######## podule_cycle_ctl ########
<file path="config.mk">
export PLATFORM = sky130hd
export DESIGN_NAME = podule_cycle_ctl
export DESIGN_NICKNAME = d
export VERILOG_FILES = /design/src/rtl/podule_cycle_ctl.sv
export SDC_FILE = /design/constraint.sdc
export NUM_CORES = 1
export LEC_CHECK = 0
export CAP_MARGIN = 20
export CORE_ASPECT_RATIO = 1.2
export CORE_MARGIN = 2
export CORE_UTILIZATION = 30
export CTS_BUF_LIST = sky130_fd_sc_hd__clkbuf_4 sky130_fd_sc_hd__clkbuf_8 sky130_fd_sc_hd__clkbuf_16
export DETAILED_ROUTE_END_ITERATION = 12
export GPL_TIMING_DRIVEN = 1
export PLACE_DENSITY = 0.58
export SYNTH_ARGS = -nofsm -noshare
export SYNTH_HDL_FRONTEND = slang
export SYNTH_SLANG_ARGS = --single-unit
export TNS_END_PERCENT = 100
</file>
<file path="constraint.sdc">
create_clock -name clk -period 2.7 [get_ports clk]
set_input_delay 0.54 -clock clk [delete_from_list [all_inputs] [get_ports clk]]
set_output_delay 0.54 -clock clk [all_outputs]
set_load 0.02 [all_outputs]
</file>
<file path="src/rtl/podule_cycle_ctl.sv">
// podule_cycle_ctl
//   Bus-side responder for the podule. It takes the region selects from the
//   address decoder and turns them into complete device cycles. The
//   asynchronous podule strobes pass through 2-FF synchronisers. A per-region
//   wait-state sequencer drives the shared device strobes. Read data is
//   returned with a ready handshake. The on-card registers live here too:
//   the flash page latch, the IDE high-byte latch, and the interrupt view.
//
// Ports
//   clk, rst_n              system clock, async active-low reset
//   ps_n, ior_n, iow_n      podule select/read/write strobes (asynchronous)
//   a[2:0]                  address bits [4:2], device register select
//   *_cs                    region selects from the podule address decoder
//   bus_din / bus_dout      podule write data / read data
//   bus_oe, podule_rdy      read-data drive enable, cycle complete
//   dev_sel[4:0]            one-hot {eth,uart,ide,econet,rom}
//   dev_a, dev_rd_n/wr_n    registered register select and device strobes
//   dev_din / dev_dout      16-bit device read / write data
//   irq_in                  interrupt sources (read through interrupt_cs)
//   rom_page                flash page latch

// 2-FF synchroniser for an active-low strobe; it resets to the idle level.
module podule_sync2 (
  input  logic clk,
  input  logic rst_n,
  input  logic d,
  output logic q
);
  logic meta;

  always_ff @(posedge clk or negedge rst_n) begin
    if (!rst_n) begin
      meta <= 1'b1;
      q    <= 1'b1;
    end else begin
      meta <= d;
      q    <= meta;
    end
  end
endmodule

module podule_cycle_ctl #(
  parameter int ROM_WAIT    = 3,
  parameter int ECONET_WAIT = 4,
  parameter int IDE_WAIT    = 5,
  parameter int UART_WAIT   = 3,
  parameter int ETH_WAIT    = 4,
  parameter int WAIT_W      = 4
) (
  input  logic        clk,
  input  logic        rst_n,
  input  logic        ps_n,
  input  logic        ior_n,
  input  logic        iow_n,
  input  logic [2:0]  a,
  input  logic        rom_cs,
  input  logic        econet_cs,
  input  logic        ide_cs,
  input  logic        ide2_cs,
  input  logic        interrupt_cs,
  input  logic        fpl_cs,
  input  logic        uart_cs,
  input  logic        ethernet_cs,
  input  logic [7:0]  bus_din,
  output logic [7:0]  bus_dout,
  output logic        bus_oe,
  output logic        podule_rdy,
  output logic [4:0]  dev_sel,
  output logic [2:0]  dev_a,
  output logic        dev_rd_n,
  output logic        dev_wr_n,
  input  logic [15:0] dev_din,
  output logic [15:0] dev_dout,
  input  logic [7:0]  irq_in,
  output logic [7:0]  rom_page
);

  typedef enum logic [1:0] {S_IDLE, S_SETUP, S_STROBE, S_DONE} state_t;
  typedef enum logic [3:0] {
    R_NONE, R_ROM, R_ECO, R_IDE, R_UART, R_ETH, R_IRQ, R_FPL, R_IDE2
  } region_t;

  typedef struct packed {
    region_t     region;
    logic [2:0]  a;
    logic        is_rd;
    logic [7:0]  din;
  } req_t;

  // ---- strobe synchronisers: bit0 ps_n, bit1 ior_n, bit2 iow_n
  localparam int NSYNC = 3;
  logic [NSYNC-1:0] strb_raw, strb_s;
  assign strb_raw = {iow_n, ior_n, ps_n};

  genvar gi;
  generate
    for (gi = 0; gi < NSYNC; gi++) begin : g_sync
      podule_sync2 u_sync (.clk(clk), .rst_n(rst_n), .d(strb_raw[gi]), .q(strb_s[gi]));
    end
  endgenerate

  logic rd, wr;
  assign rd = ~strb_s[0] & ~strb_s[1];
  assign wr = ~strb_s[0] & ~strb_s[2];

  // ---- region decode (the decoder gives one-hot selects; the priority only
  //      resolves a broken decode deterministically)
  region_t region_dec;
  always_comb begin
    region_dec = R_NONE;
    if      (rom_cs)       region_dec = R_ROM;
    else if (econet_cs)    region_dec = R_ECO;
    else if (ide_cs)       region_dec = R_IDE;
    else if (uart_cs)      region_dec = R_UART;
    else if (ethernet_cs)  region_dec = R_ETH;
    else if (interrupt_cs) region_dec = R_IRQ;
    else if (fpl_cs)       region_dec = R_FPL;
    else if (ide2_cs)      region_dec = R_IDE2;
  end

  function automatic logic is_dev(input region_t r);
    return (r == R_ROM) || (r == R_ECO) || (r == R_IDE) ||
           (r == R_UART) || (r == R_ETH);
  endfunction

  function automatic logic [WAIT_W-1:0] wait_of(input region_t r);
    logic [WAIT_W-1:0] w;
    case (r)
      R_ROM:   w = WAIT_W'(ROM_WAIT);
      R_ECO:   w = WAIT_W'(ECONET_WAIT);
      R_IDE:   w = WAIT_W'(IDE_WAIT);
      R_UART:  w = WAIT_W'(UART_WAIT);
      R_ETH:   w = WAIT_W'(ETH_WAIT);
      default: w = '0;
    endcase
    return w;
  endfunction

  function automatic logic [4:0] sel_of(input region_t r);
    logic [4:0] s;
    case (r)
      R_ROM:   s = 5'b00001;
      R_ECO:   s = 5'b00010;
      R_IDE:   s = 5'b00100;
      R_UART:  s = 5'b01000;
      R_ETH:   s = 5'b10000;
      default: s = 5'b00000;
    endcase
    return s;
  endfunction

  // ---- state and registered outputs
  state_t            state_q, state_d;
  req_t              req_q, req_d;
  logic [WAIT_W-1:0] cnt_q, cnt_d;
  logic [7:0]        hi_q, hi_d;
  logic [7:0]        bus_dout_d, rom_page_d;
  logic              bus_oe_d, rdy_d, dev_rd_n_d, dev_wr_n_d;
  logic [4:0]        dev_sel_d;
  logic [2:0]        dev_a_d;
  logic [15:0]       dev_dout_d;
  logic              finish;

  always_comb begin
    state_d    = state_q;
    req_d      = req_q;
    cnt_d      = cnt_q;
    hi_d       = hi_q;
    bus_dout_d = bus_dout;
    bus_oe_d   = bus_oe;
    rdy_d      = podule_rdy;
    dev_sel_d  = dev_sel;
    dev_a_d    = dev_a;
    dev_rd_n_d = dev_rd_n;
    dev_wr_n_d = dev_wr_n;
    dev_dout_d = dev_dout;
    rom_page_d = rom_page;
    finish     = 1'b0;

    case (state_q)
      S_IDLE: begin
        // Direction is fixed at acceptance so a strobe that drops during
        // SETUP cannot turn the cycle into a write. Read wins over write.
        if (rd || wr) begin
          state_d     = S_SETUP;
          req_d.is_rd = rd;
        end
      end

      S_SETUP: begin
        req_d.region = region_dec;
        req_d.a      = a;
        req_d.din    = bus_din;
        dev_a_d      = a;
        dev_sel_d    = sel_of(region_dec);
        cnt_d        = wait_of(region_dec);
        if (!req_q.is_rd)
          dev_dout_d = (region_dec == R_IDE && a == 3'd0) ? {hi_q, bus_din}
                                                           : {8'h00, bus_din};
        if (is_dev(region_dec)) begin
          dev_rd_n_d = ~req_q.is_rd;
          dev_wr_n_d =  req_q.is_rd;
        end
        state_d = S_STROBE;
      end

      S_STROBE: begin
        if (is_dev(req_q.region)) begin
          if (cnt_q == '0) begin
            if (req_q.is_rd) begin
              bus_dout_d = dev_din[7:0];
              // The IDE data register is 16 bits wide. Its high byte is parked
              // here for a later ide2_cs read.
              if (req_q.region == R_IDE && req_q.a == 3'd0)
                hi_d = dev_din[15:8];
            end
            dev_rd_n_d = 1'b1;
            dev_wr_n_d = 1'b1;
            dev_sel_d  = '0;
            finish     = 1'b1;
          end else begin
            cnt_d = cnt_q - WAIT_W'(1);
          end
        end else begin
          case (req_q.region)
            R_IRQ:  if (req_q.is_rd) bus_dout_d = irq_in;
            R_FPL:  if (req_q.is_rd) bus_dout_d = rom_page;
                    else             rom_page_d = req_q.din;
            R_IDE2: if (req_q.is_rd) bus_dout_d = hi_q;
                    else             hi_d       = req_q.din;
            default: if (req_q.is_rd) bus_dout_d = 8'hFF;  // null cycle
          endcase
          finish = 1'b1;
        end
        if (finish) begin
          state_d  = S_DONE;
          rdy_d    = 1'b1;
          bus_oe_d = req_q.is_rd;
        end
      end

      S_DONE: begin
        if (!rd && !wr) begin
          state_d  = S_IDLE;
          rdy_d    = 1'b0;
          bus_oe_d = 1'b0;
        end
      end

      default: state_d = S_IDLE;
    endcase
  end

  always_ff @(posedge clk or negedge rst_n) begin
    if (!rst_n) begin
      state_q    <= S_IDLE;
      req_q      <= '0;
      cnt_q      <= '0;
      hi_q       <= 8'h00;
      bus_dout   <= 8'h00;
      bus_oe     <= 1'b0;
      podule_rdy <= 1'b0;
      dev_sel    <= '0;
      dev_a      <= '0;
      dev_rd_n   <= 1'b1;
      dev_wr_n   <= 1'b1;
      dev_dout   <= '0;
      rom_page   <= 8'h00;
    end else begin
      state_q    <= state_d;
      req_q      <= req_d;
      cnt_q      <= cnt_d;
      hi_q       <= hi_d;
      bus_dout   <= bus_dout_d;
      bus_oe     <= bus_oe_d;
      podule_rdy <= rdy_d;
      dev_sel    <= dev_sel_d;
      dev_a      <= dev_a_d;
      dev_rd_n   <= dev_rd_n_d;
      dev_wr_n   <= dev_wr_n_d;
      dev_dout   <= dev_dout_d;
      rom_page   <= rom_page_d;
    end
  end

endmodule

</file>
######## mem_arbiter ########
File: src/rtl/mem_arbiter.sv
// mem_arbiter: shares one cacheline adaptor between the icache and the dcache.
//
// One transaction is in flight at a time. In IDLE a pending request is granted
// and its line-aligned address, write data and operation are latched; the
// SERVE state then drives the adaptor from those latches until ca_resp, which
// is forwarded combinationally to the winner only. A single RECOVER cycle
// follows every completion so a requester can drop its request before it
// could be granted again.
//
// Ports:
//   clk, rst_n                       clock, asynchronous active-low reset
//   i_pmem_read/address              icache line-fill request
//   i_pmem_rdata/resp                line and completion pulse to icache
//   d_pmem_read/write/address/wdata  dcache fill / writeback request
//   d_pmem_rdata/resp                line and completion pulse to dcache
//   ca_read/write/address/wdata      downstream request (address line-aligned)
//   ca_rdata/resp                    downstream read line and completion

module mem_arbiter #(
  parameter int unsigned ADDR_WIDTH  = 32,
  parameter int unsigned LINE_WIDTH  = 256,
  parameter int unsigned OFFSET_BITS = 5,
  parameter bit          RR_ENABLE   = 1'b1
) (
  input  logic                  clk,
  input  logic                  rst_n,

  input  logic                  i_pmem_read,
  input  logic [ADDR_WIDTH-1:0] i_pmem_address,
  output logic [LINE_WIDTH-1:0] i_pmem_rdata,
  output logic                  i_pmem_resp,

  input  logic                  d_pmem_read,
  input  logic                  d_pmem_write,
  input  logic [ADDR_WIDTH-1:0] d_pmem_address,
  input  logic [LINE_WIDTH-1:0] d_pmem_wdata,
  output logic [LINE_WIDTH-1:0] d_pmem_rdata,
  output logic                  d_pmem_resp,

  output logic                  ca_read,
  output logic                  ca_write,
  output logic [ADDR_WIDTH-1:0] ca_address,
  output logic [LINE_WIDTH-1:0] ca_wdata,
  input  logic [LINE_WIDTH-1:0] ca_rdata,
  input  logic                  ca_resp
);

  localparam logic [1:0] StIdle    = 2'd0;
  localparam logic [1:0] StServeI  = 2'd1;
  localparam logic [1:0] StServeD  = 2'd2;
  localparam logic [1:0] StRecover = 2'd3;

  // Clears the line-offset bits of a requester address.
  localparam logic [ADDR_WIDTH-1:0] LineMask =
      ~((ADDR_WIDTH'(1) << OFFSET_BITS) - ADDR_WIDTH'(1));

  logic [1:0]            state_q, state_d;
  logic                  last_d_q, last_d_d;   // 1: most recent grant went to dcache
  logic [ADDR_WIDTH-1:0] addr_q, addr_d;
  logic [LINE_WIDTH-1:0] wdata_q, wdata_d;
  logic                  wr_q, wr_d;

  logic i_req, d_req, pick_d, serving;

  assign i_req = i_pmem_read;
  assign d_req = d_pmem_read | d_pmem_write;

  // dcache wins unless icache also requests and round-robin says it is I's turn.
  assign pick_d = d_req & (~i_req | ~RR_ENABLE | ~last_d_q);

  always_comb begin
    state_d  = state_q;
    last_d_d = last_d_q;
    addr_d   = addr_q;
    wdata_d  = wdata_q;
    wr_d     = wr_q;
    unique case (state_q)
      StIdle: begin
        if (i_req | d_req) begin
          state_d  = pick_d ? StServeD : StServeI;
          last_d_d = pick_d;
          addr_d   = (pick_d ? d_pmem_address : i_pmem_address) & LineMask;
          wdata_d  = pick_d ? d_pmem_wdata : '0;
          // Write takes precedence if the dcache raises both read and write.
          wr_d     = pick_d & d_pmem_write;
        end
      end
      StServeI, StServeD: begin
        if (ca_resp) state_d = StRecover;
      end
      StRecover: state_d = StIdle;
      default:   state_d = StIdle;
    endcase
  end

  always_ff @(posedge clk or negedge rst_n) begin
    if (!rst_n) begin
      state_q  <= StIdle;
      last_d_q <= 1'b0;
      addr_q   <= '0;
      wdata_q  <= '0;
      wr_q     <= 1'b0;
    end else begin
      state_q  <= state_d;
      last_d_q <= last_d_d;
      addr_q   <= addr_d;
      wdata_q  <= wdata_d;
      wr_q     <= wr_d;
    end
  end

  assign serving = (state_q == StServeI) | (state_q == StServeD);

  // Requests drop in the completion cycle itself.
  assign ca_read    = serving & ~wr_q & ~ca_resp;
  assign ca_write   = serving &  wr_q & ~ca_resp;
  assign ca_address = addr_q;
  assign ca_wdata   = wdata_q;

  assign i_pmem_resp  = (state_q == StServeI) & ca_resp;
  assign d_pmem_resp  = (state_q == StServeD) & ca_resp;
  assign i_pmem_rdata = i_pmem_resp ? ca_rdata : '0;
  assign d_pmem_rdata = d_pmem_resp ? ca_rdata : '0;

endmodule
File: config.mk
export PLATFORM = sky130hd
export DESIGN_NAME = mem_arbiter
export DESIGN_NICKNAME = d
export VERILOG_FILES = /design/src/rtl/mem_arbiter.sv
export SDC_FILE = /design/constraint.sdc
export NUM_CORES = 1
export LEC_CHECK = 0
export ABC_AREA = 1
export CORE_AREA = 2 2 544 546
export CTS_BUF_LIST = sky130_fd_sc_hd__clkbuf_4 sky130_fd_sc_hd__clkbuf_8 sky130_fd_sc_hd__clkbuf_16
export CTS_CLUSTER_DIAMETER = 30
export DETAILED_ROUTE_END_ITERATION = 10
export DIE_AREA = 0 0 546 548
export PLACE_DENSITY = 0.34
export SYNTH_ARGS = -nofsm -noshare
export SYNTH_HDL_FRONTEND = slang
export SYNTH_SLANG_ARGS = --single-unit
File: constraint.sdc
create_clock -name clk -period 4.5 [get_ports clk]
set_clock_uncertainty 0.05 [all_clocks]
set_input_delay 0.45 -clock clk [delete_from_list [all_inputs] [get_ports clk]]
set_output_delay 0.45 -clock clk [all_outputs]
set_load 0.02 [all_outputs]
######## input_conditioner ########
==> src/rtl/input_conditioner.sv <==
// input_conditioner: synchronizes, debounces and one-shots 8 raw push-buttons into game FSM press pulses.
// Define AUTO_REPEAT_EN to add hold-to-repeat pulses on the Left/Right buttons.
module input_conditioner #(
    parameter int DB_COUNT      = 500000,
    parameter int CNT_W         = 20,
    parameter int REPEAT_DELAY  = 40000000,
    parameter int REPEAT_PERIOD = 15000000
) (
    input  logic       Clk,
    input  logic       Reset,
    input  logic [7:0] btn_raw,
    output logic       Left1,
    output logic       Right1,
    output logic       Drop1,
    output logic       Start1,
    output logic       Left2,
    output logic       Right2,
    output logic       Drop2,
    output logic       Start2,
    output logic [7:0] btn_level
);
    typedef enum logic [1:0] {IDLE, PRESS_WAIT, HELD, RELEASE_WAIT} state_t;
    localparam logic [CNT_W-1:0] LAST = CNT_W'(DB_COUNT - 1);
    if (DB_COUNT < 2 || DB_COUNT > 2**CNT_W - 1 || REPEAT_DELAY < 1 || REPEAT_PERIOD < 1) begin : g_bad_params
        $error("input_conditioner: illegal parameter values");
    end
    logic [7:0] meta_q, sync_q, pulse_q, level_q;
    always_ff @(posedge Clk or posedge Reset) begin
        if (Reset) begin
            meta_q <= '0;
            sync_q <= '0;
        end else begin
            meta_q <= btn_raw;
            sync_q <= meta_q;
        end
    end
    for (genvar i = 0; i < 8; i++) begin : g_btn
        state_t state_q, state_d;
        logic [CNT_W-1:0] cnt_q, cnt_d;
        logic pulse_q_i, pulse_d, level_q_i, level_d, rep_fire;
        wire s = sync_q[i];
        always_ff @(posedge Clk or posedge Reset) begin
            if (Reset) begin
                state_q   <= IDLE;
                cnt_q     <= '0;
                pulse_q_i <= 1'b0;
                level_q_i <= 1'b0;
            end else begin
                state_q   <= state_d;
                cnt_q     <= cnt_d;
                pulse_q_i <= pulse_d;
                level_q_i <= level_d;
            end
        end
        always_comb begin
            state_d = state_q;
            cnt_d   = cnt_q;
            case (state_q)
                IDLE: if (s) begin
                    state_d = PRESS_WAIT;
                    cnt_d   = CNT_W'(1);
                end
                PRESS_WAIT: if (!s || cnt_q == LAST) begin
                    state_d = s ? HELD : IDLE;
                    cnt_d   = '0;
                end else cnt_d = cnt_q + CNT_W'(1);
                HELD: if (!s) begin
                    state_d = RELEASE_WAIT;
                    cnt_d   = CNT_W'(1);
                end
                default: if (s || cnt_q == LAST) begin
                    state_d = s ? HELD : IDLE;
                    cnt_d   = '0;
                end else cnt_d = cnt_q + CNT_W'(1);
            endcase
        end
        // A pulse marks HELD while the level is still low, so bounce re-entry from RELEASE_WAIT stays silent.
        always_comb begin
            level_d = state_q == HELD || state_q == RELEASE_WAIT;
            pulse_d = (state_q == HELD && !level_q_i) || rep_fire;
        end
`ifdef AUTO_REPEAT_EN
        if (i % 4 < 2) begin : g_rep
            localparam int RPT_W = $clog2((REPEAT_DELAY > REPEAT_PERIOD ? REPEAT_DELAY : REPEAT_PERIOD) + 1);
            logic [RPT_W-1:0] rcnt_q, rcnt_d;
            logic rep_q, rep_d;
            always_ff @(posedge Clk or posedge Reset) begin
                if (Reset) begin
                    rcnt_q <= '0;
                    rep_q  <= 1'b0;
                end else begin
                    rcnt_q <= rcnt_d;
                    rep_q  <= rep_d;
                end
            end
            always_comb begin
                rep_fire = state_q == HELD && rcnt_q == (rep_q ? RPT_W'(REPEAT_PERIOD) : RPT_W'(REPEAT_DELAY));
                rcnt_d   = state_q != HELD ? '0 : rep_fire ? RPT_W'(1) : rcnt_q + RPT_W'(1);
                rep_d    = state_q == HELD && (rep_q || rep_fire);
            end
        end else begin : g_norep
            assign rep_fire = 1'b0;
        end
`else
        assign rep_fire = 1'b0;
`endif
        assign pulse_q[i] = pulse_q_i;
        assign level_q[i] = level_q_i;
    end
    assign {Start2, Drop2, Right2, Left2, Start1, Drop1, Right1, Left1} = pulse_q;
    assign btn_level = level_q;
endmodule

==> config.mk <==
export PLATFORM = sky130hd
export DESIGN_NAME = input_conditioner
export DESIGN_NICKNAME = d
export VERILOG_FILES = /design/src/rtl/input_conditioner.sv
export SDC_FILE = /design/constraint.sdc
export NUM_CORES = 1
export LEC_CHECK = 0
export CORE_UTILIZATION = 60
export DETAILED_ROUTE_END_ITERATION = 10
export GPL_TIMING_DRIVEN = 1
export PLACE_DENSITY = 0.78
export SLEW_MARGIN = 20
export SYNTH_ARGS = -nofsm -noshare
export SYNTH_HDL_FRONTEND = slang
export SYNTH_SLANG_ARGS = --single-unit
==> constraint.sdc <==
create_clock -name Clk -period 21.6 [get_ports Clk]
set_input_delay 4.32 -clock Clk [delete_from_list [all_inputs] [get_ports Clk]]
set_output_delay 4.32 -clock Clk [all_outputs]
set_load 0.005 [all_outputs]
######## alu_writeback ########
## src/rtl/alu_writeback.sv

```systemverilog
// ---------------------------------------------------------------------------
// alu_writeback
// Result-retire stage. Executed instructions arrive over a valid/ready
// handshake, are held in a small in-order buffer and retired one at a time:
// register-file write (when the instruction produces a result), SZCV flag
// update and a retired-instruction counter.
//
// Parameters
//   DEPTH  buffer entries (power of two, >= 2)
//   CNT_W  width of the retired-instruction counter
//
// Ports
//   clk, rst_n        clock (rising edge), asynchronous active-low reset
//   in_valid/in_ready input handshake
//   in_ir             instruction: [15:14] op1, [13:11] Rs/Ra, [10:8] Rd/Rb, [7:4] op3
//   in_alu_out        ALU result
//   in_alu_flags      ALU flags {S,Z,C,V}
//   in_mem_data       load data (op1 = 00)
//   rf_we/rf_waddr/rf_wdata  register-file write request (registered)
//   rf_ready          register file accepts the write this cycle
//   flags             architectural SZCV register
//   retired           retired-instruction count (wraps)
//   halted            sticky halt indication
//
// Optional feature macro: ALU_WRITEBACK_HALT_EN
//   Defined   : retiring HLT (op1=11, op3=1111) halts the stage until reset.
//   Undefined : HLT retires as a no-write, no-flag instruction; halted = 0.
// ---------------------------------------------------------------------------
module alu_writeback #(
  parameter int DEPTH = 2,
  parameter int CNT_W = 16
) (
  input  logic             clk,
  input  logic             rst_n,
  input  logic             in_valid,
  output logic             in_ready,
  input  logic [15:0]      in_ir,
  input  logic [15:0]      in_alu_out,
  input  logic [3:0]       in_alu_flags,
  input  logic [15:0]      in_mem_data,
  output logic             rf_we,
  output logic [2:0]       rf_waddr,
  output logic [15:0]      rf_wdata,
  input  logic             rf_ready,
  output logic [3:0]       flags,
  output logic [CNT_W-1:0] retired,
  output logic             halted
);

  localparam int AW = $clog2(DEPTH);
  localparam int CW = AW + 1;
  localparam logic [CW-1:0] CNT_ZERO = {CW{1'b0}};
  localparam logic [CW-1:0] CNT_ONE  = CW'(1'b1);
  localparam logic [CW-1:0] CNT_FULL = CW'(DEPTH);

`ifdef ALU_WRITEBACK_HALT_EN
  typedef enum logic [1:0] {
    ST_IDLE = 2'd0,
    ST_BUSY = 2'd1,
    ST_HALT = 2'd2
  } state_t;
`else
  typedef enum logic [0:0] {
    ST_IDLE = 1'b0,
    ST_BUSY = 1'b1
  } state_t;
`endif

  // Result-producing instructions: every load, and ALU ops except CMP/OUT/HLT/7/14.
  function automatic logic dec_write(input logic [1:0] op1, input logic [3:0] op3);
    logic w;
    w = 1'b0;
    case (op1)
      2'b00: w = 1'b1;
      2'b11: begin
        case (op3)
          4'h0, 4'h1, 4'h2, 4'h3, 4'h4, 4'h6,
          4'h8, 4'h9, 4'hA, 4'hB, 4'hC: w = 1'b1;
          default:                    w = 1'b0;
        endcase
      end
      default: w = 1'b0;
    endcase
    return w;
  endfunction

  // Flag-producing instructions: ALU ops 0-6 (CMP included) and 8-11.
  function automatic logic dec_flags(input logic [1:0] op1, input logic [3:0] op3);
    logic f;
    f = 1'b0;
    case (op1)
      2'b11: begin
        case (op3)
          4'h0, 4'h1, 4'h2, 4'h3, 4'h4, 4'h5, 4'h6,
          4'h8, 4'h9, 4'hA, 4'hB: f = 1'b1;
          default:              f = 1'b0;
        endcase
      end
      default: f = 1'b0;
    endcase
    return f;
  endfunction

  // Only ir[15:4] carries information for this stage.
  logic [11:0] ir_mem_r  [DEPTH];
  logic [15:0] alu_mem_r [DEPTH];
  logic [15:0] ld_mem_r  [DEPTH];
  logic [3:0]  fl_mem_r  [DEPTH];

  logic [AW-1:0]    head_r, tail_r, head_nxt_s;
  logic [CW-1:0]    count_r, count_nxt_s;
  state_t           state_r, state_nxt_s;
  logic             rf_we_r, rf_we_nxt_s;
  logic [2:0]       rf_waddr_r, waddr_nxt_s;
  logic [15:0]      rf_wdata_r, wdata_nxt_s;
  logic [3:0]       flags_r;
  logic [CNT_W-1:0] retired_r;
  logic             halted_s, halt_hit_s;
  logic             in_ready_s, push_s, pop_s, head_wr_s, take_in_s;
  logic [1:0]       h_op1_s;
  logic [3:0]       h_op3_s;
  logic [11:0]      n_ir_s;
  logic [15:0]      n_alu_s, n_ld_s;
  logic             unused_s;

  assign unused_s = ^in_ir[3:0];

  assign h_op1_s   = ir_mem_r[head_r][11:10];
  assign h_op3_s   = ir_mem_r[head_r][3:0];
  assign head_wr_s = dec_write(h_op1_s, h_op3_s);

`ifdef ALU_WRITEBACK_HALT_EN
  logic halted_r;
  assign halted_s   = halted_r;
  assign halt_hit_s = pop_s && (h_op1_s == 2'b11) && (h_op3_s == 4'hF);
`else
  assign halted_s   = 1'b0;
  assign halt_hit_s = 1'b0;
`endif

  assign in_ready_s = (count_r != CNT_FULL) && !halted_s;
  assign push_s     = in_valid && in_ready_s;

  // Retire condition: a writing head waits for rf_ready, others retire at once.
  always_comb begin
    pop_s = 1'b0;
    if (state_r == ST_BUSY) begin
      if (head_wr_s) begin
        pop_s = rf_ready;
      end else begin
        pop_s = 1'b1;
      end
    end else begin
      pop_s = 1'b0;
    end
  end

  // Occupancy and head pointer after this cycle.
  always_comb begin
    count_nxt_s = count_r;
    case ({push_s, pop_s})
      2'b10:   count_nxt_s = count_r + CNT_ONE;
      2'b01:   count_nxt_s = count_r - CNT_ONE;
      default: count_nxt_s = count_r;
    endcase
    if (pop_s) begin
      head_nxt_s = head_r + AW'(1'b1);
    end else begin
      head_nxt_s = head_r;
    end
  end

  // The head of the next cycle: taken from the input when the buffer drains
  // to empty this cycle, so a freshly pushed entry drives rf_we one cycle later.
  always_comb begin
    take_in_s = (count_r == CNT_ZERO) || ((count_r == CNT_ONE) && pop_s);
    if (take_in_s) begin
      n_ir_s  = in_ir[15:4];
      n_alu_s = in_alu_out;
      n_ld_s  = in_mem_data;
    end else begin
      n_ir_s  = ir_mem_r[head_nxt_s];
      n_alu_s = alu_mem_r[head_nxt_s];
      n_ld_s  = ld_mem_r[head_nxt_s];
    end
  end

  // Next-state logic.
  always_comb begin
    state_nxt_s = state_r;
    case (state_r)
      ST_IDLE: begin
        if (push_s) begin
          state_nxt_s = ST_BUSY;
        end else begin
          state_nxt_s = ST_IDLE;
        end
      end
      ST_BUSY: begin
        if (halt_hit_s) begin
`ifdef ALU_WRITEBACK_HALT_EN
          state_nxt_s = ST_HALT;
`else
          state_nxt_s = ST_BUSY;
`endif
        end else if (count_nxt_s == CNT_ZERO) begin
          state_nxt_s = ST_IDLE;
        end else begin
          state_nxt_s = ST_BUSY;
        end
      end
`ifdef ALU_WRITEBACK_HALT_EN
      ST_HALT: state_nxt_s = ST_HALT;
`endif
      default: state_nxt_s = ST_IDLE;
    endcase
  end

  // Write-port values for the next head; loads write Ra with memory data.
  always_comb begin
    rf_we_nxt_s = (state_nxt_s == ST_BUSY) && dec_write(n_ir_s[11:10], n_ir_s[3:0]);
    if (n_ir_s[11:10] == 2'b00) begin
      waddr_nxt_s = n_ir_s[9:7];
      wdata_nxt_s = n_ld_s;
    end else begin
      waddr_nxt_s = n_ir_s[6:4];
      wdata_nxt_s = n_alu_s;
    end
  end

  // Buffer pointers and occupancy; a halt flushes whatever is still buffered.
  always_ff @(posedge clk or negedge rst_n) begin
    if (!rst_n) begin
      head_r  <= {AW{1'b0}};
      tail_r  <= {AW{1'b0}};
      count_r <= CNT_ZERO;
    end else if (halt_hit_s) begin
      head_r  <= {AW{1'b0}};
      tail_r  <= {AW{1'b0}};
      count_r <= CNT_ZERO;
    end else begin
      if (push_s) begin
        tail_r <= tail_r + AW'(1'b1);
      end
      head_r  <= head_nxt_s;
      count_r <= count_nxt_s;
    end
  end

  // Entry storage, written at the tail on push.
  always_ff @(posedge clk or negedge rst_n) begin
    if (!rst_n) begin
      for (int i = 0; i < DEPTH; i++) begin
        ir_mem_r[i]  <= 12'h000;
        alu_mem_r[i] <= 16'h0000;
        ld_mem_r[i]  <= 16'h0000;
        fl_mem_r[i]  <= 4'h0;
      end
    end else if (push_s) begin
      ir_mem_r[tail_r]  <= in_ir[15:4];
      alu_mem_r[tail_r] <= in_alu_out;
      ld_mem_r[tail_r]  <= in_mem_data;
      fl_mem_r[tail_r]  <= in_alu_flags;
    end
  end

  // FSM state register.
  always_ff @(posedge clk or negedge rst_n) begin
    if (!rst_n) begin
      state_r <= ST_IDLE;
    end else begin
      state_r <= state_nxt_s;
    end
  end

  // Registered write port; address/data only reload for a writing head so
  // they stay stable while rf_ready is low.
  always_ff @(posedge clk or negedge rst_n) begin
    if (!rst_n) begin
      rf_we_r    <= 1'b0;
      rf_waddr_r <= 3'd0;
      rf_wdata_r <= 16'h0000;
    end else begin
      rf_we_r <= rf_we_nxt_s;
      if (rf_we_nxt_s) begin
        rf_waddr_r <= waddr_nxt_s;
        rf_wdata_r <= wdata_nxt_s;
      end
    end
  end

  // Architectural flags and retire counter.
  always_ff @(posedge clk or negedge rst_n) begin
    if (!rst_n) begin
      flags_r   <= 4'h0;
      retired_r <= {CNT_W{1'b0}};
    end else if (pop_s) begin
      retired_r <= retired_r + CNT_W'(1'b1);
      if (dec_flags(h_op1_s, h_op3_s)) begin
        flags_r <= fl_mem_r[head_r];
      end
    end
  end

`ifdef ALU_WRITEBACK_HALT_EN
  // Sticky halt, cleared only by reset.
  always_ff @(posedge clk or negedge rst_n) begin
    if (!rst_n) begin
      halted_r <= 1'b0;
    end else if (halt_hit_s) begin
      halted_r <= 1'b1;
    end
  end
`endif

  assign in_ready = in_ready_s;
  assign rf_we    = rf_we_r;
  assign rf_waddr = rf_waddr_r;
  assign rf_wdata = rf_wdata_r;
  assign flags    = flags_r;
  assign retired  = retired_r;
  assign halted   = halted_s;

endmodule

```

## config.mk

```make
export PLATFORM = sky130hd
export DESIGN_NAME = alu_writeback
export DESIGN_NICKNAME = d
export VERILOG_FILES = /design/src/rtl/alu_writeback.sv
export SDC_FILE = /design/constraint.sdc
export NUM_CORES = 1
export LEC_CHECK = 0
export CORE_MARGIN = 10
export CORE_UTILIZATION = 50
export DETAILED_ROUTE_END_ITERATION = 7
export GPL_TIMING_DRIVEN = 0
export HOLD_SLACK_MARGIN = 0.12
export PLACE_DENSITY = 0.73
export SLEW_MARGIN = 20
export SYNTH_ARGS = -nofsm -noshare
export SYNTH_HDL_FRONTEND = slang
export SYNTH_SLANG_ARGS = --single-unit
```

## constraint.sdc

```tcl
create_clock -name clk -period 4.2 [get_ports clk]
set_input_delay 0.63 -clock clk [delete_from_list [all_inputs] [get_ports clk]]
set_output_delay 0.63 -clock clk [all_outputs]
set_load 0.01 [all_outputs]
```

==> podule_cycle_ctl/clock_nets.png <==
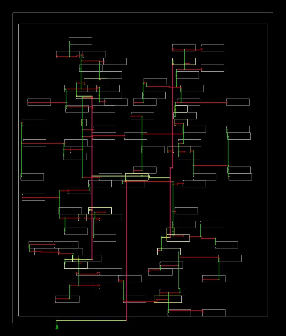
CTS Buf Count: 9
clk pwr: 1.25 mW

==> impl_metrics.env, podule_cycle_ctl <==
# source this file to load flow results
export IMPL_wl_per_cell_um=16.0
export IMPL_status="completed"
export IMPL_drv_cap=0
export IMPL_grt_use_met1_pct=16.7
export IMPL_ys_sh_mux_pct=16.5
export IMPL_use_met2_pct=23.7
export IMPL_edf_count=0
export IMPL_period_used_pct=87.8
export IMPL_ys_cells=295
export IMPL_syn_area_um2=3610
export IMPL_rsz0062_at_grt="no"
export IMPL_sh_comb_area_pct=30.4
export IMPL_ys_sh_simple_pct=9.77
export IMPL_grtUsageTotal_pct=14.1
export IMPL_layout_min_cycle_time_ps=2370
export IMPL_grt_use_met3_pct=3.30
export IMPL_vdd_drop_max_uv=364
export IMPL_comb_area_um2=1510
export IMPL_num_vias=2608
export IMPL_top_cell="dfrtp_1"
export IMPL_fmaxAchievable_mhz=422
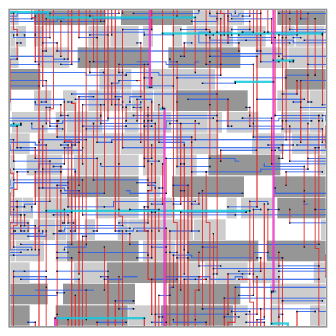
(alu_writeback/closeup.png)
Region (49, 49) to (89, 89) um. Cells in gray, sequential cells in the stronger gray; small squares are vias.
| color | layer |
|---|---|
| magenta | M4 |
| cyan | M3 |
| blue | M1 |
| red | M2 |
sequential cells in the window: 21
cells with their middle in the window: 100
netlist names of flops here include: `ir_mem_r` (11), `ld_mem_r` (5), `alu_mem_r` (4)
most frequent: dfrtp_1 (21), mux2_2 (14), mux2i_1 (7)

==> alu_writeback/clock_nets.png <==
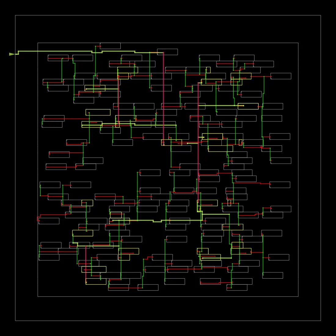
CTS Buf Count: 17
# clk buffers: 27
Fin Clk Skew: 9.75 ps
clk ins delay skew pair: 420 ps

==> impl_metrics.env, alu_writeback <==
# source this file to load flow results
export IMPL_status="completed"
export IMPL_utilization_pct=66.1
export IMPL_core_area_um2=13400
export IMPL_syn_area_per_cell_um2=12.0
export IMPL_buffers=126
export IMPL_reg2reg_to="rf_wdata[15]"
export IMPL_synth_cell_types=47
export IMPL_crit_buf_inv=5
export IMPL_ys_sh_simple_pct=6.30
export IMPL_ys_flops=141
export IMPL_log_warning_count=35
export IMPL_period_used_pct=94.5
export IMPL_hpwl_mm=11.7
export IMPL_io_buffers=92
export IMPL_p_clk_mw=1.59
export IMPL_worstSetupPathDepth=17
export IMPL_reg2reg_depth=17
export IMPL_drtIter0Drc=389
export IMPL_busiest_layer="met2"
export IMPL_fin_tns_setup_ps=0
export IMPL_combPwrFrac_pct=3.4
export IMPL_grt_use_met1_pct=23.2
export IMPL_top_area_cell="dfrtp_1"
export IMPL_die_w_um=138
export IMPL_ff_type="dfrtp_1"
export IMPL_ys_seq_share_pct=51.1
export IMPL_ant_nets=0
export IMPL_finalNetCount=753
==> input_conditioner/route_heat.png <==
The bar under the picture is 50 um long. 27 x 27 tiles, from white (low) to dark blue (high), scaled to the fullest tile. Values are wire area over tile area, all layers added.
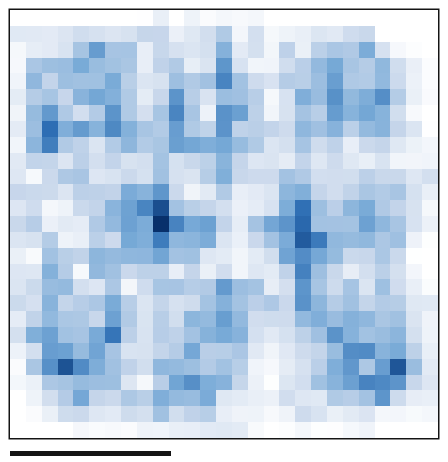
fullest tile: 0.66
nearly empty tiles: 6.9%
tiles over half the peak: 10%
mean over tiles: 0.18
Avg WL per Cell: 15.4 um
Post-Route WL: 20.2 mm
GRT Total Usage: 23.5%
DR vias: 7890

==> impl_metrics.env, input_conditioner <==
# source this file to load flow results
export IMPL_top_area_cell="dfrtp_1"
export IMPL_crit_family="buffers and inverters"
export IMPL_met1Wirelength_mm=9.60
export IMPL_aoi_share_pct=12.4
export IMPL_io_buffers=25
export IMPL_buffers=28
export IMPL_syn_area_um2=10300
export IMPL_grt_pass1_wl_mm=34.8
export IMPL_drtIter0Drc=570
export IMPL_core_area_um2=16700
export IMPL_adder_share_pct=0.971
export IMPL_p_int_mw=0.662
export IMPL_p_clk_mw=0.392
export IMPL_status="completed"
export IMPL_combPwrFrac_pct=6.4
export IMPL_syn_to_final_growth_pct=10.9
export IMPL_ys_sh_xor_pct=6.63
export IMPL_fin_area_um2=11400
export IMPL_min_from="meta_q[7]"
export IMPL_cts_tree="built"
export IMPL_power_frac_seq_pct=48.3
export IMPL_crit_chain="clkdlybuf4s50_1 -> inv_8 -> buf_4"
export IMPL_cp_startpoint="Reset"
export IMPL_ys_sh_simple_pct=25.0
export IMPL_comb_power_mw=0.0558
export IMPL_edf_count=0
export IMPL_synthTopCellsByCount="208 x dfrtp_1, 120 x nor2_1, 108 x nand2_1"
export IMPL_path_clk_slew_ps=60
export IMPL_power_mw=0.866
==> mem_arbiter/route_heat.png <==
The bar under the picture is 200 um long. 27 x 27 tiles, from white (low) to dark blue (high), scaled to the fullest tile. Values are wire area over tile area, all layers added.
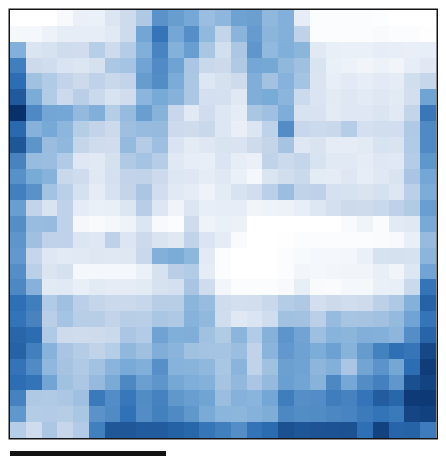
densest ninth of the die: south-east
fullest tile: 0.43
mean over tiles: 0.14
tiles over half the peak: 22%
DR vias: 20800
GRT Total Usage: 16.4%
Avg WL per Cell: 33.3 um

==> impl_metrics.env, mem_arbiter <==
# source this file to load flow results
export IMPL_critical_path_arrival_ps=3390
export IMPL_cts_resized=0
export IMPL_busiest_layer="met2"
export IMPL_top_cell="nand2_1"
export IMPL_combPwrFrac_pct=48.3
export IMPL_cts_tree="built"
export IMPL_ys_sh_mux_pct=0
export IMPL_vdd_drop_max_uv=317
export IMPL_cts_buffers=117
export IMPL_crit_required_ps=4000
export IMPL_status="completed"
export IMPL_worst_hold_slack_ps=203
export IMPL_layout_min_cycle_time_ps=3890
export IMPL_cp_slowest_stage_delay_ps=620
export IMPL_postCtsSetupBuffers=0
export IMPL_cp_max_fo=58
export IMPL_crit_buf_inv=3
export IMPL_yosysTopAreaCellShare_pct=49.4
export IMPL_maxPowerGroup="combinational logic"
export IMPL_p_sw_mw=10.9
export IMPL_drc=0
export IMPL_clk_latency_ps=720
export IMPL_period_used_pct=86.5
export IMPL_async_flop_share_pct=100

######## demux_rr_dispatcher ########
==> demux_rr_dispatcher/clock_wires.png <==
The bar under the picture is 10 um long.
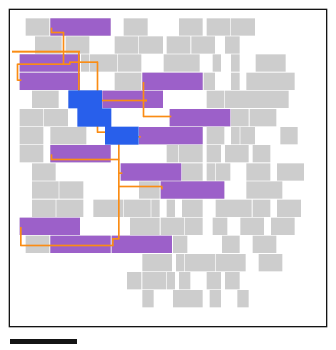

--- src/rtl/demux_rr_dispatcher_pkg.sv ---
// demux_pkg: shared defaults and FSM state type for the round-robin demux dispatcher.
package demux_pkg;
    localparam int N_OUT_DEF = 4;
    localparam int SEL_W_DEF = $clog2(N_OUT_DEF);
    typedef enum logic {IDLE, HOLD} state_t;
endpackage

--- src/rtl/demux_rr_dispatcher_rr_next_sel.sv ---
// rr_next_sel: picks the dispatch target from the rr pointer and sink readiness.
// DISPATCH_SKIP_BUSY_EN selects the skip-stalled-sink search; otherwise the pointer passes through.
module rr_next_sel
    import demux_pkg::*;
#(
    parameter int N_OUT = N_OUT_DEF,
    parameter int SEL_W = $clog2(N_OUT)
) (
    input  logic [SEL_W-1:0] ptr_i,
    input  logic [N_OUT-1:0] ready_i,
    output logic [SEL_W-1:0] idx_o
);
`ifdef DISPATCH_SKIP_BUSY_EN
    // Walk offsets from farthest to nearest so the closest ready sink wins.
    always_comb begin
        idx_o = ptr_i;
        for (int i = N_OUT - 1; i >= 0; i--)
            if (ready_i[ptr_i + SEL_W'(i)]) idx_o = ptr_i + SEL_W'(i);
    end
`else
    logic unused_ready;
    assign unused_ready = ^ready_i;
    assign idx_o = ptr_i;
`endif
endmodule

--- src/rtl/demux_rr_dispatcher.sv ---
// demux_rr_dispatcher: holds one source word and routes it round-robin to N_OUT sinks.
// Optional DISPATCH_SKIP_BUSY_EN (in rr_next_sel) skips sinks not ready at accept time.
module demux_rr_dispatcher
    import demux_pkg::*;
#(
    parameter int DATA_W = 8,
    parameter int N_OUT  = N_OUT_DEF,
    parameter int SEL_W  = $clog2(N_OUT)
) (
    input  logic              clk,
    input  logic              rst_n,
    input  logic              enable_i,
    input  logic              in_valid_i,
    input  logic [DATA_W-1:0] in_data_i,
    output logic              in_ready_o,
    input  logic [N_OUT-1:0]  out_ready_i,
    output logic [N_OUT-1:0]  out_valid_o,
    output logic [DATA_W-1:0] out_data_o,
    output logic [SEL_W-1:0]  sel_o,
    output logic              busy_o
);
    state_t            state_q, state_d;
    logic [DATA_W-1:0] data_q, data_d;
    logic [SEL_W-1:0]  sel_q, sel_d, ptr_q, ptr_d, target;
    logic              deliver, accept;

    assign deliver    = (state_q == HOLD) && out_ready_i[sel_q];
    assign in_ready_o = rst_n && enable_i && ((state_q == IDLE) || deliver);
    assign accept     = in_valid_i && in_ready_o;
    assign ptr_d      = deliver ? sel_q + SEL_W'(1) : ptr_q;

    rr_next_sel #(.N_OUT(N_OUT), .SEL_W(SEL_W)) u_next_sel (
        .ptr_i   (ptr_d),
        .ready_i (out_ready_i),
        .idx_o   (target)
    );

    // When idle, sel tracks the pointer so it names the next strict target.
    always_comb begin
        state_d = accept ? HOLD : deliver ? IDLE : state_q;
        data_d  = accept ? in_data_i : data_q;
        sel_d   = accept ? target : deliver ? ptr_d : sel_q;
    end

    always_ff @(posedge clk or negedge rst_n) begin
        if (!rst_n) begin
            state_q <= IDLE;
            data_q  <= '0;
            sel_q   <= '0;
            ptr_q   <= '0;
        end else begin
            state_q <= state_d;
            data_q  <= data_d;
            sel_q   <= sel_d;
            ptr_q   <= ptr_d;
        end
    end

    assign out_valid_o = (state_q == HOLD) ? N_OUT'(1) << sel_q : '0;
    assign out_data_o  = data_q;
    assign sel_o       = sel_q;
    assign busy_o      = (state_q == HOLD);
endmodule

--- config.mk ---
export PLATFORM = sky130hd
export DESIGN_NAME = demux_rr_dispatcher
export DESIGN_NICKNAME = d
export VERILOG_FILES = /design/src/rtl/demux_rr_dispatcher_pkg.sv /design/src/rtl/demux_rr_dispatcher_rr_next_sel.sv /design/src/rtl/demux_rr_dispatcher.sv
export SDC_FILE = /design/constraint.sdc
export NUM_CORES = 1
export LEC_CHECK = 0
export CAP_MARGIN = 20
export CORE_MARGIN = 1
export CORE_UTILIZATION = 35
export CTS_BUF_LIST = sky130_fd_sc_hd__clkbuf_8
export CTS_CLUSTER_DIAMETER = 40
export DETAILED_ROUTE_END_ITERATION = 12
export PLACE_DENSITY = 0.69
export RECOVER_POWER = 25
export SLEW_MARGIN = 20
export SYNTH_ARGS = -nofsm -noshare
export SYNTH_HDL_FRONTEND = slang
export SYNTH_SLANG_ARGS = --single-unit
--- constraint.sdc ---
create_clock -name clk -period 1.65 [get_ports clk]
set_input_delay 0.2475 -clock clk [delete_from_list [all_inputs] [get_ports clk]]
set_output_delay 0.2475 -clock clk [all_outputs]
set_load 0.02 [all_outputs]
######## rgbw_frame_parser ########
**src/rtl/rgbw_frame_parser.sv**
```systemverilog
// rgbw_frame_parser: hunts for a sync byte in the SPI byte stream, collects a
// payload frame with optional XOR checksum, and commits good frames atomically
// to ch_out. Partial frames are dropped on checksum mismatch or inter-byte
// timeout; drops are counted in a saturating error counter.
module rgbw_frame_parser #(
  parameter int             N_CH     = 7,
  parameter int             DW       = 8,
  parameter logic [DW-1:0]  SYNC     = 8'h55,
  parameter int             USE_CSUM = 1,
  parameter int             TMO_CYC  = 4096,
  parameter int             ERR_W    = 8
) (
  input  logic               clk,
  input  logic               reset,
  input  logic               clk_en,
  input  logic               rdy,
  input  logic [DW-1:0]      rx_byte,
  output logic [N_CH*DW-1:0] ch_out,
  output logic               frame_valid,
  output logic               frame_err,
  output logic [ERR_W-1:0]   err_cnt,
  output logic               busy
);

  localparam int IDX_W = (N_CH > 1) ? $clog2(N_CH) : 1;
  localparam int TMO_W = (TMO_CYC > 1) ? $clog2(TMO_CYC) : 1;

  typedef enum logic [1:0] {HUNT, PAYLOAD, CSUM} state_t;

  state_t             state_reg, state_next;
  logic               rdy_s1, rdy_s2, rdy_d;
  logic               ev;
  logic [IDX_W-1:0]   idx_reg;
  logic [DW-1:0]      csum_reg;
  logic [TMO_W-1:0]   tmo_reg;
  logic [DW-1:0]      shadow [N_CH];
  logic [N_CH*DW-1:0] commit_vec;
  logic               take_byte, commit, drop, last_byte, tmo_hit;

  assign ev        = rdy_s2 & ~rdy_d;
  assign last_byte = (idx_reg == IDX_W'(N_CH - 1));
  assign tmo_hit   = (tmo_reg == TMO_W'(TMO_CYC - 1));
  assign busy      = (state_reg != HUNT);

  // Commit image: when committing straight from PAYLOAD the final byte is
  // still on rx_byte, so it bypasses the shadow register.
  genvar gi;
  generate
    for (gi = 0; gi < N_CH; gi++) begin : g_commit
      if (gi == N_CH - 1) begin : g_last
        assign commit_vec[gi*DW +: DW] = (state_reg == PAYLOAD) ? rx_byte : shadow[gi];
      end else begin : g_mid
        assign commit_vec[gi*DW +: DW] = shadow[gi];
      end
    end
  endgenerate

  // State register.
  always_ff @(posedge clk or posedge reset) begin
    if (reset)       state_reg <= HUNT;
    else if (clk_en) state_reg <= state_next;
  end

  // Next-state and per-cycle control: a byte edge always beats a timeout.
  always_comb begin
    state_next = state_reg;
    take_byte  = 1'b0;
    commit     = 1'b0;
    drop       = 1'b0;
    case (state_reg)
      HUNT: begin
        if (ev && rx_byte == SYNC) state_next = PAYLOAD;
      end
      PAYLOAD: begin
        if (ev) begin
          take_byte = 1'b1;
          if (last_byte) begin
            if (USE_CSUM != 0) begin
              state_next = CSUM;
            end else begin
              commit     = 1'b1;
              state_next = HUNT;
            end
          end
        end else if (tmo_hit) begin
          drop       = 1'b1;
          state_next = HUNT;
        end
      end
      CSUM: begin
        if (ev) begin
          if (rx_byte == csum_reg) commit = 1'b1;
          else                     drop   = 1'b1;
          state_next = HUNT;
        end else if (tmo_hit) begin
          drop       = 1'b1;
          state_next = HUNT;
        end
      end
      default: state_next = HUNT;
    endcase
  end

  // Synchroniser, payload collection, timeout, outputs and error counter.
  always_ff @(posedge clk or posedge reset) begin
    if (reset) begin
      rdy_s1      <= 1'b0;
      rdy_s2      <= 1'b0;
      rdy_d       <= 1'b0;
      idx_reg     <= '0;
      csum_reg    <= '0;
      tmo_reg     <= '0;
      ch_out      <= '0;
      frame_valid <= 1'b0;
      frame_err   <= 1'b0;
      err_cnt     <= '0;
      for (int k = 0; k < N_CH; k++) shadow[k] <= '0;
    end else if (clk_en) begin
      rdy_s1      <= rdy;
      rdy_s2      <= rdy_s1;
      rdy_d       <= rdy_s2;
      frame_valid <= commit;
      frame_err   <= drop;
      if (drop && err_cnt != {ERR_W{1'b1}}) err_cnt <= err_cnt + ERR_W'(1);
      if (commit) ch_out <= commit_vec;
      if (state_reg == HUNT) begin
        idx_reg  <= '0;
        csum_reg <= '0;
      end else if (take_byte) begin
        shadow[idx_reg] <= rx_byte;
        csum_reg        <= csum_reg ^ rx_byte;
        idx_reg         <= idx_reg + IDX_W'(1);
      end
      if (state_reg == HUNT || ev || tmo_hit) tmo_reg <= '0;
      else                                    tmo_reg <= tmo_reg + TMO_W'(1);
    end
  end

endmodule
```
**config.mk**
```make
export PLATFORM = sky130hd
export DESIGN_NAME = rgbw_frame_parser
export DESIGN_NICKNAME = d
export VERILOG_FILES = /design/src/rtl/rgbw_frame_parser.sv
export SDC_FILE = /design/constraint.sdc
export NUM_CORES = 1
export LEC_CHECK = 0
export ABC_AREA = 1
export CAP_MARGIN = 20
export CORE_MARGIN = 2
export CORE_UTILIZATION = 35
export CTS_BUF_LIST = sky130_fd_sc_hd__clkbuf_2
export DETAILED_ROUTE_END_ITERATION = 7
export PLACE_DENSITY = 0.62
export SYNTH_ARGS = -nofsm -noshare
export SYNTH_HDL_FRONTEND = slang
export SYNTH_SLANG_ARGS = --single-unit
export TNS_END_PERCENT = 30
```
**constraint.sdc**
```tcl
create_clock -name clk -period 5.7 [get_ports clk]
set_clock_uncertainty 0.2 [all_clocks]
set_input_delay 0.855 -clock clk [delete_from_list [all_inputs] [get_ports clk]]
set_output_delay 0.855 -clock clk [all_outputs]
set_load 0.01 [all_outputs]
```
==> rgbw_frame_parser/clock_wires.png <==
The bar under the picture is 50 um long.
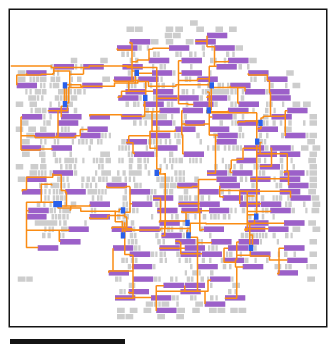
[blue] clock-net drivers | count: 17
[purple] flip-flops | count: 150
[orange] clock wires | length: 1860 um
routed clock nets: 18

==> rgbw_frame_parser/clock_nets.png <==
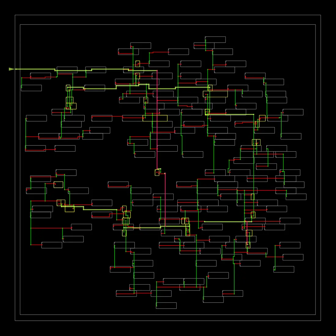
clk ins delay skew pair: 710 ps
Clock Sinks: 150
clk pwr: 0.609 mW

==> impl_metrics.env, rgbw_frame_parser <==
# source this file to load flow results
export IMPL_cp_slowest_stage_delay_ps=560
export IMPL_reg2reg_to="commit_vec[24]"
export IMPL_rrSetupSlack_ps=2850
export IMPL_drv_cap=0
export IMPL_place_gp_congestion=0.800
export IMPL_p_leak_nw=3.37
export IMPL_status="completed"
export IMPL_maxPowerGroup="sequential cells"
export IMPL_top_logic_kind="simple AND/OR/NAND/NOR gates"
export IMPL_crit_required_ps=4640
export IMPL_largest_cell_class="flip-flops and latches"
export IMPL_ys_sh_simple_pct=17.7
export IMPL_worstSetupStartpointType="flop"
export IMPL_cp_startpoint="state_reg[0]"
export IMPL_async_flop_share_pct=100
export IMPL_adder_share_pct=1.60
export IMPL_diodes=0
export IMPL_synthTopCellsByArea="dfrtp_1 60%, nand2_1 13%, o21ai_0 10%"
export IMPL_crit_family="buffers and inverters"
export IMPL_clk_share_pct=3.19
export IMPL_setup_ws_ps=2410
export IMPL_n_tap_cell=225
export IMPL_power_frac_seq_pct=55.9
==> demux_rr_dispatcher/m3.png <==
Cells faint in the background.
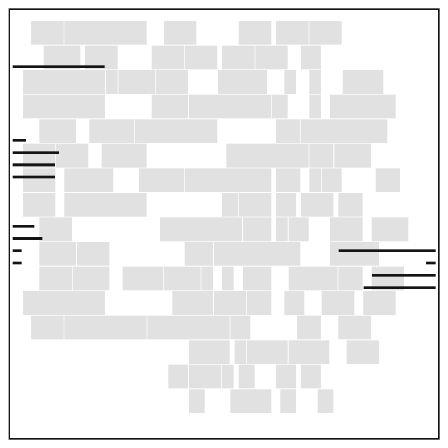
nets with wire on the layer: 13
share of all routed wire: 4.0%
main direction: horizontal
longest straight run: 10.4 um
met3 usage: 2.26%
Post-Route WL: 1.44 mm
DR vias: 585

## Picture notes: demux_rr_dispatcher/clock_wires.png
[blue] clock-net drivers | count: 3
[purple] flip-flops | count: 13
[orange] clock wires | length: 132 um
routed clock nets: 4
clk ins delay skew pair: 230 ps
clk pwr: 0.260 mW
clock network fraction of design power: 14.8%
Fin Clk Skew: 2.12 ps

==> impl_metrics.env, demux_rr_dispatcher <==
# source this file to load flow results
export IMPL_setup_viol=6
export IMPL_setup_ws_ps=-11.6
export IMPL_fin_tns_setup_ps=-29.3
export IMPL_pre_cts_slack_ps=-367
export IMPL_status="finished with violations"
export IMPL_ys_sh_mux_pct=23.7
export IMPL_met1Wirelength_um=669
export IMPL_fin_cells=130
export IMPL_ant_nets=0
export IMPL_min_delay_path_class="reg2reg"
export IMPL_min_from="ptr_q[0]"
export IMPL_worstMarginPinSlew_ps=673
export IMPL_log_warning_count=32
export IMPL_grtUsageTotal_pct=13.2
export IMPL_violations="negative setup slack"


==> notes/layouts.md <==
Pictures saved along the way, in no particular order.

M3 wires.
Cells faint in the background.
picture 1
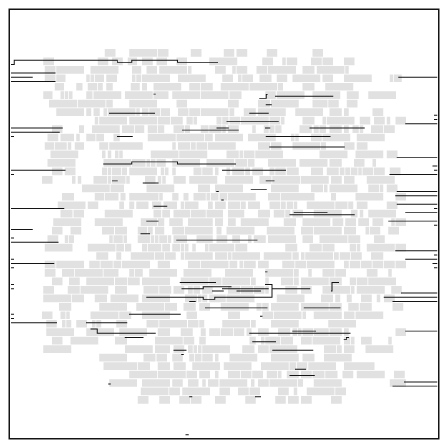
picture 2
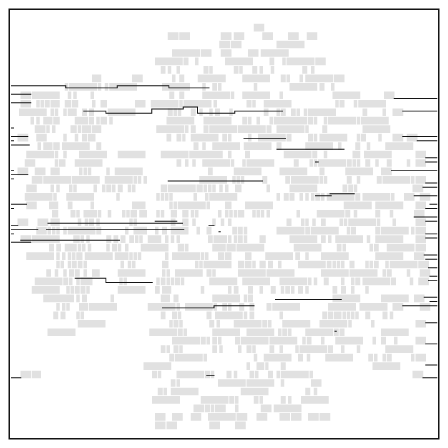
picture 3
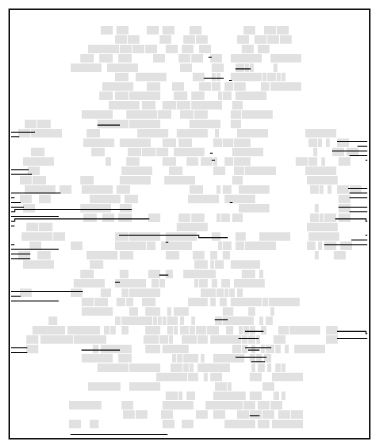
picture 4
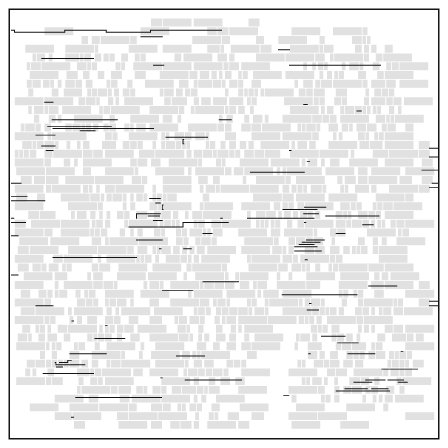
picture 5
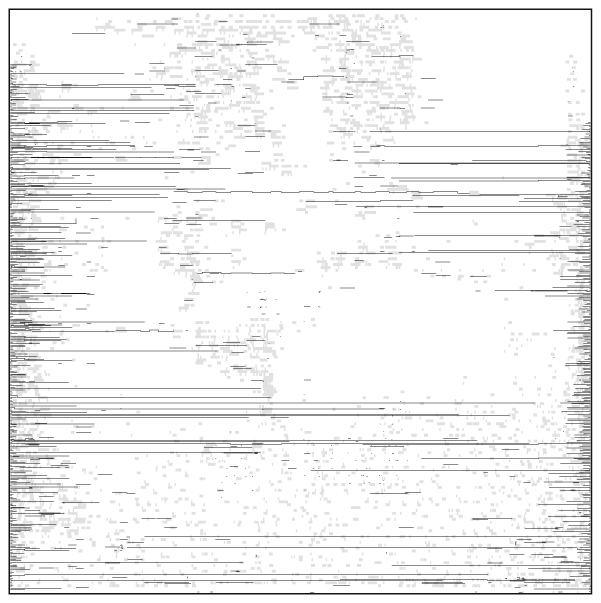
picture 2: rgbw_frame_parser
picture 4: input_conditioner
picture 5: mem_arbiter
picture 3: podule_cycle_ctl
picture 1: alu_writeback

No activity file was given, so power comes from the tool's default toggle rates.
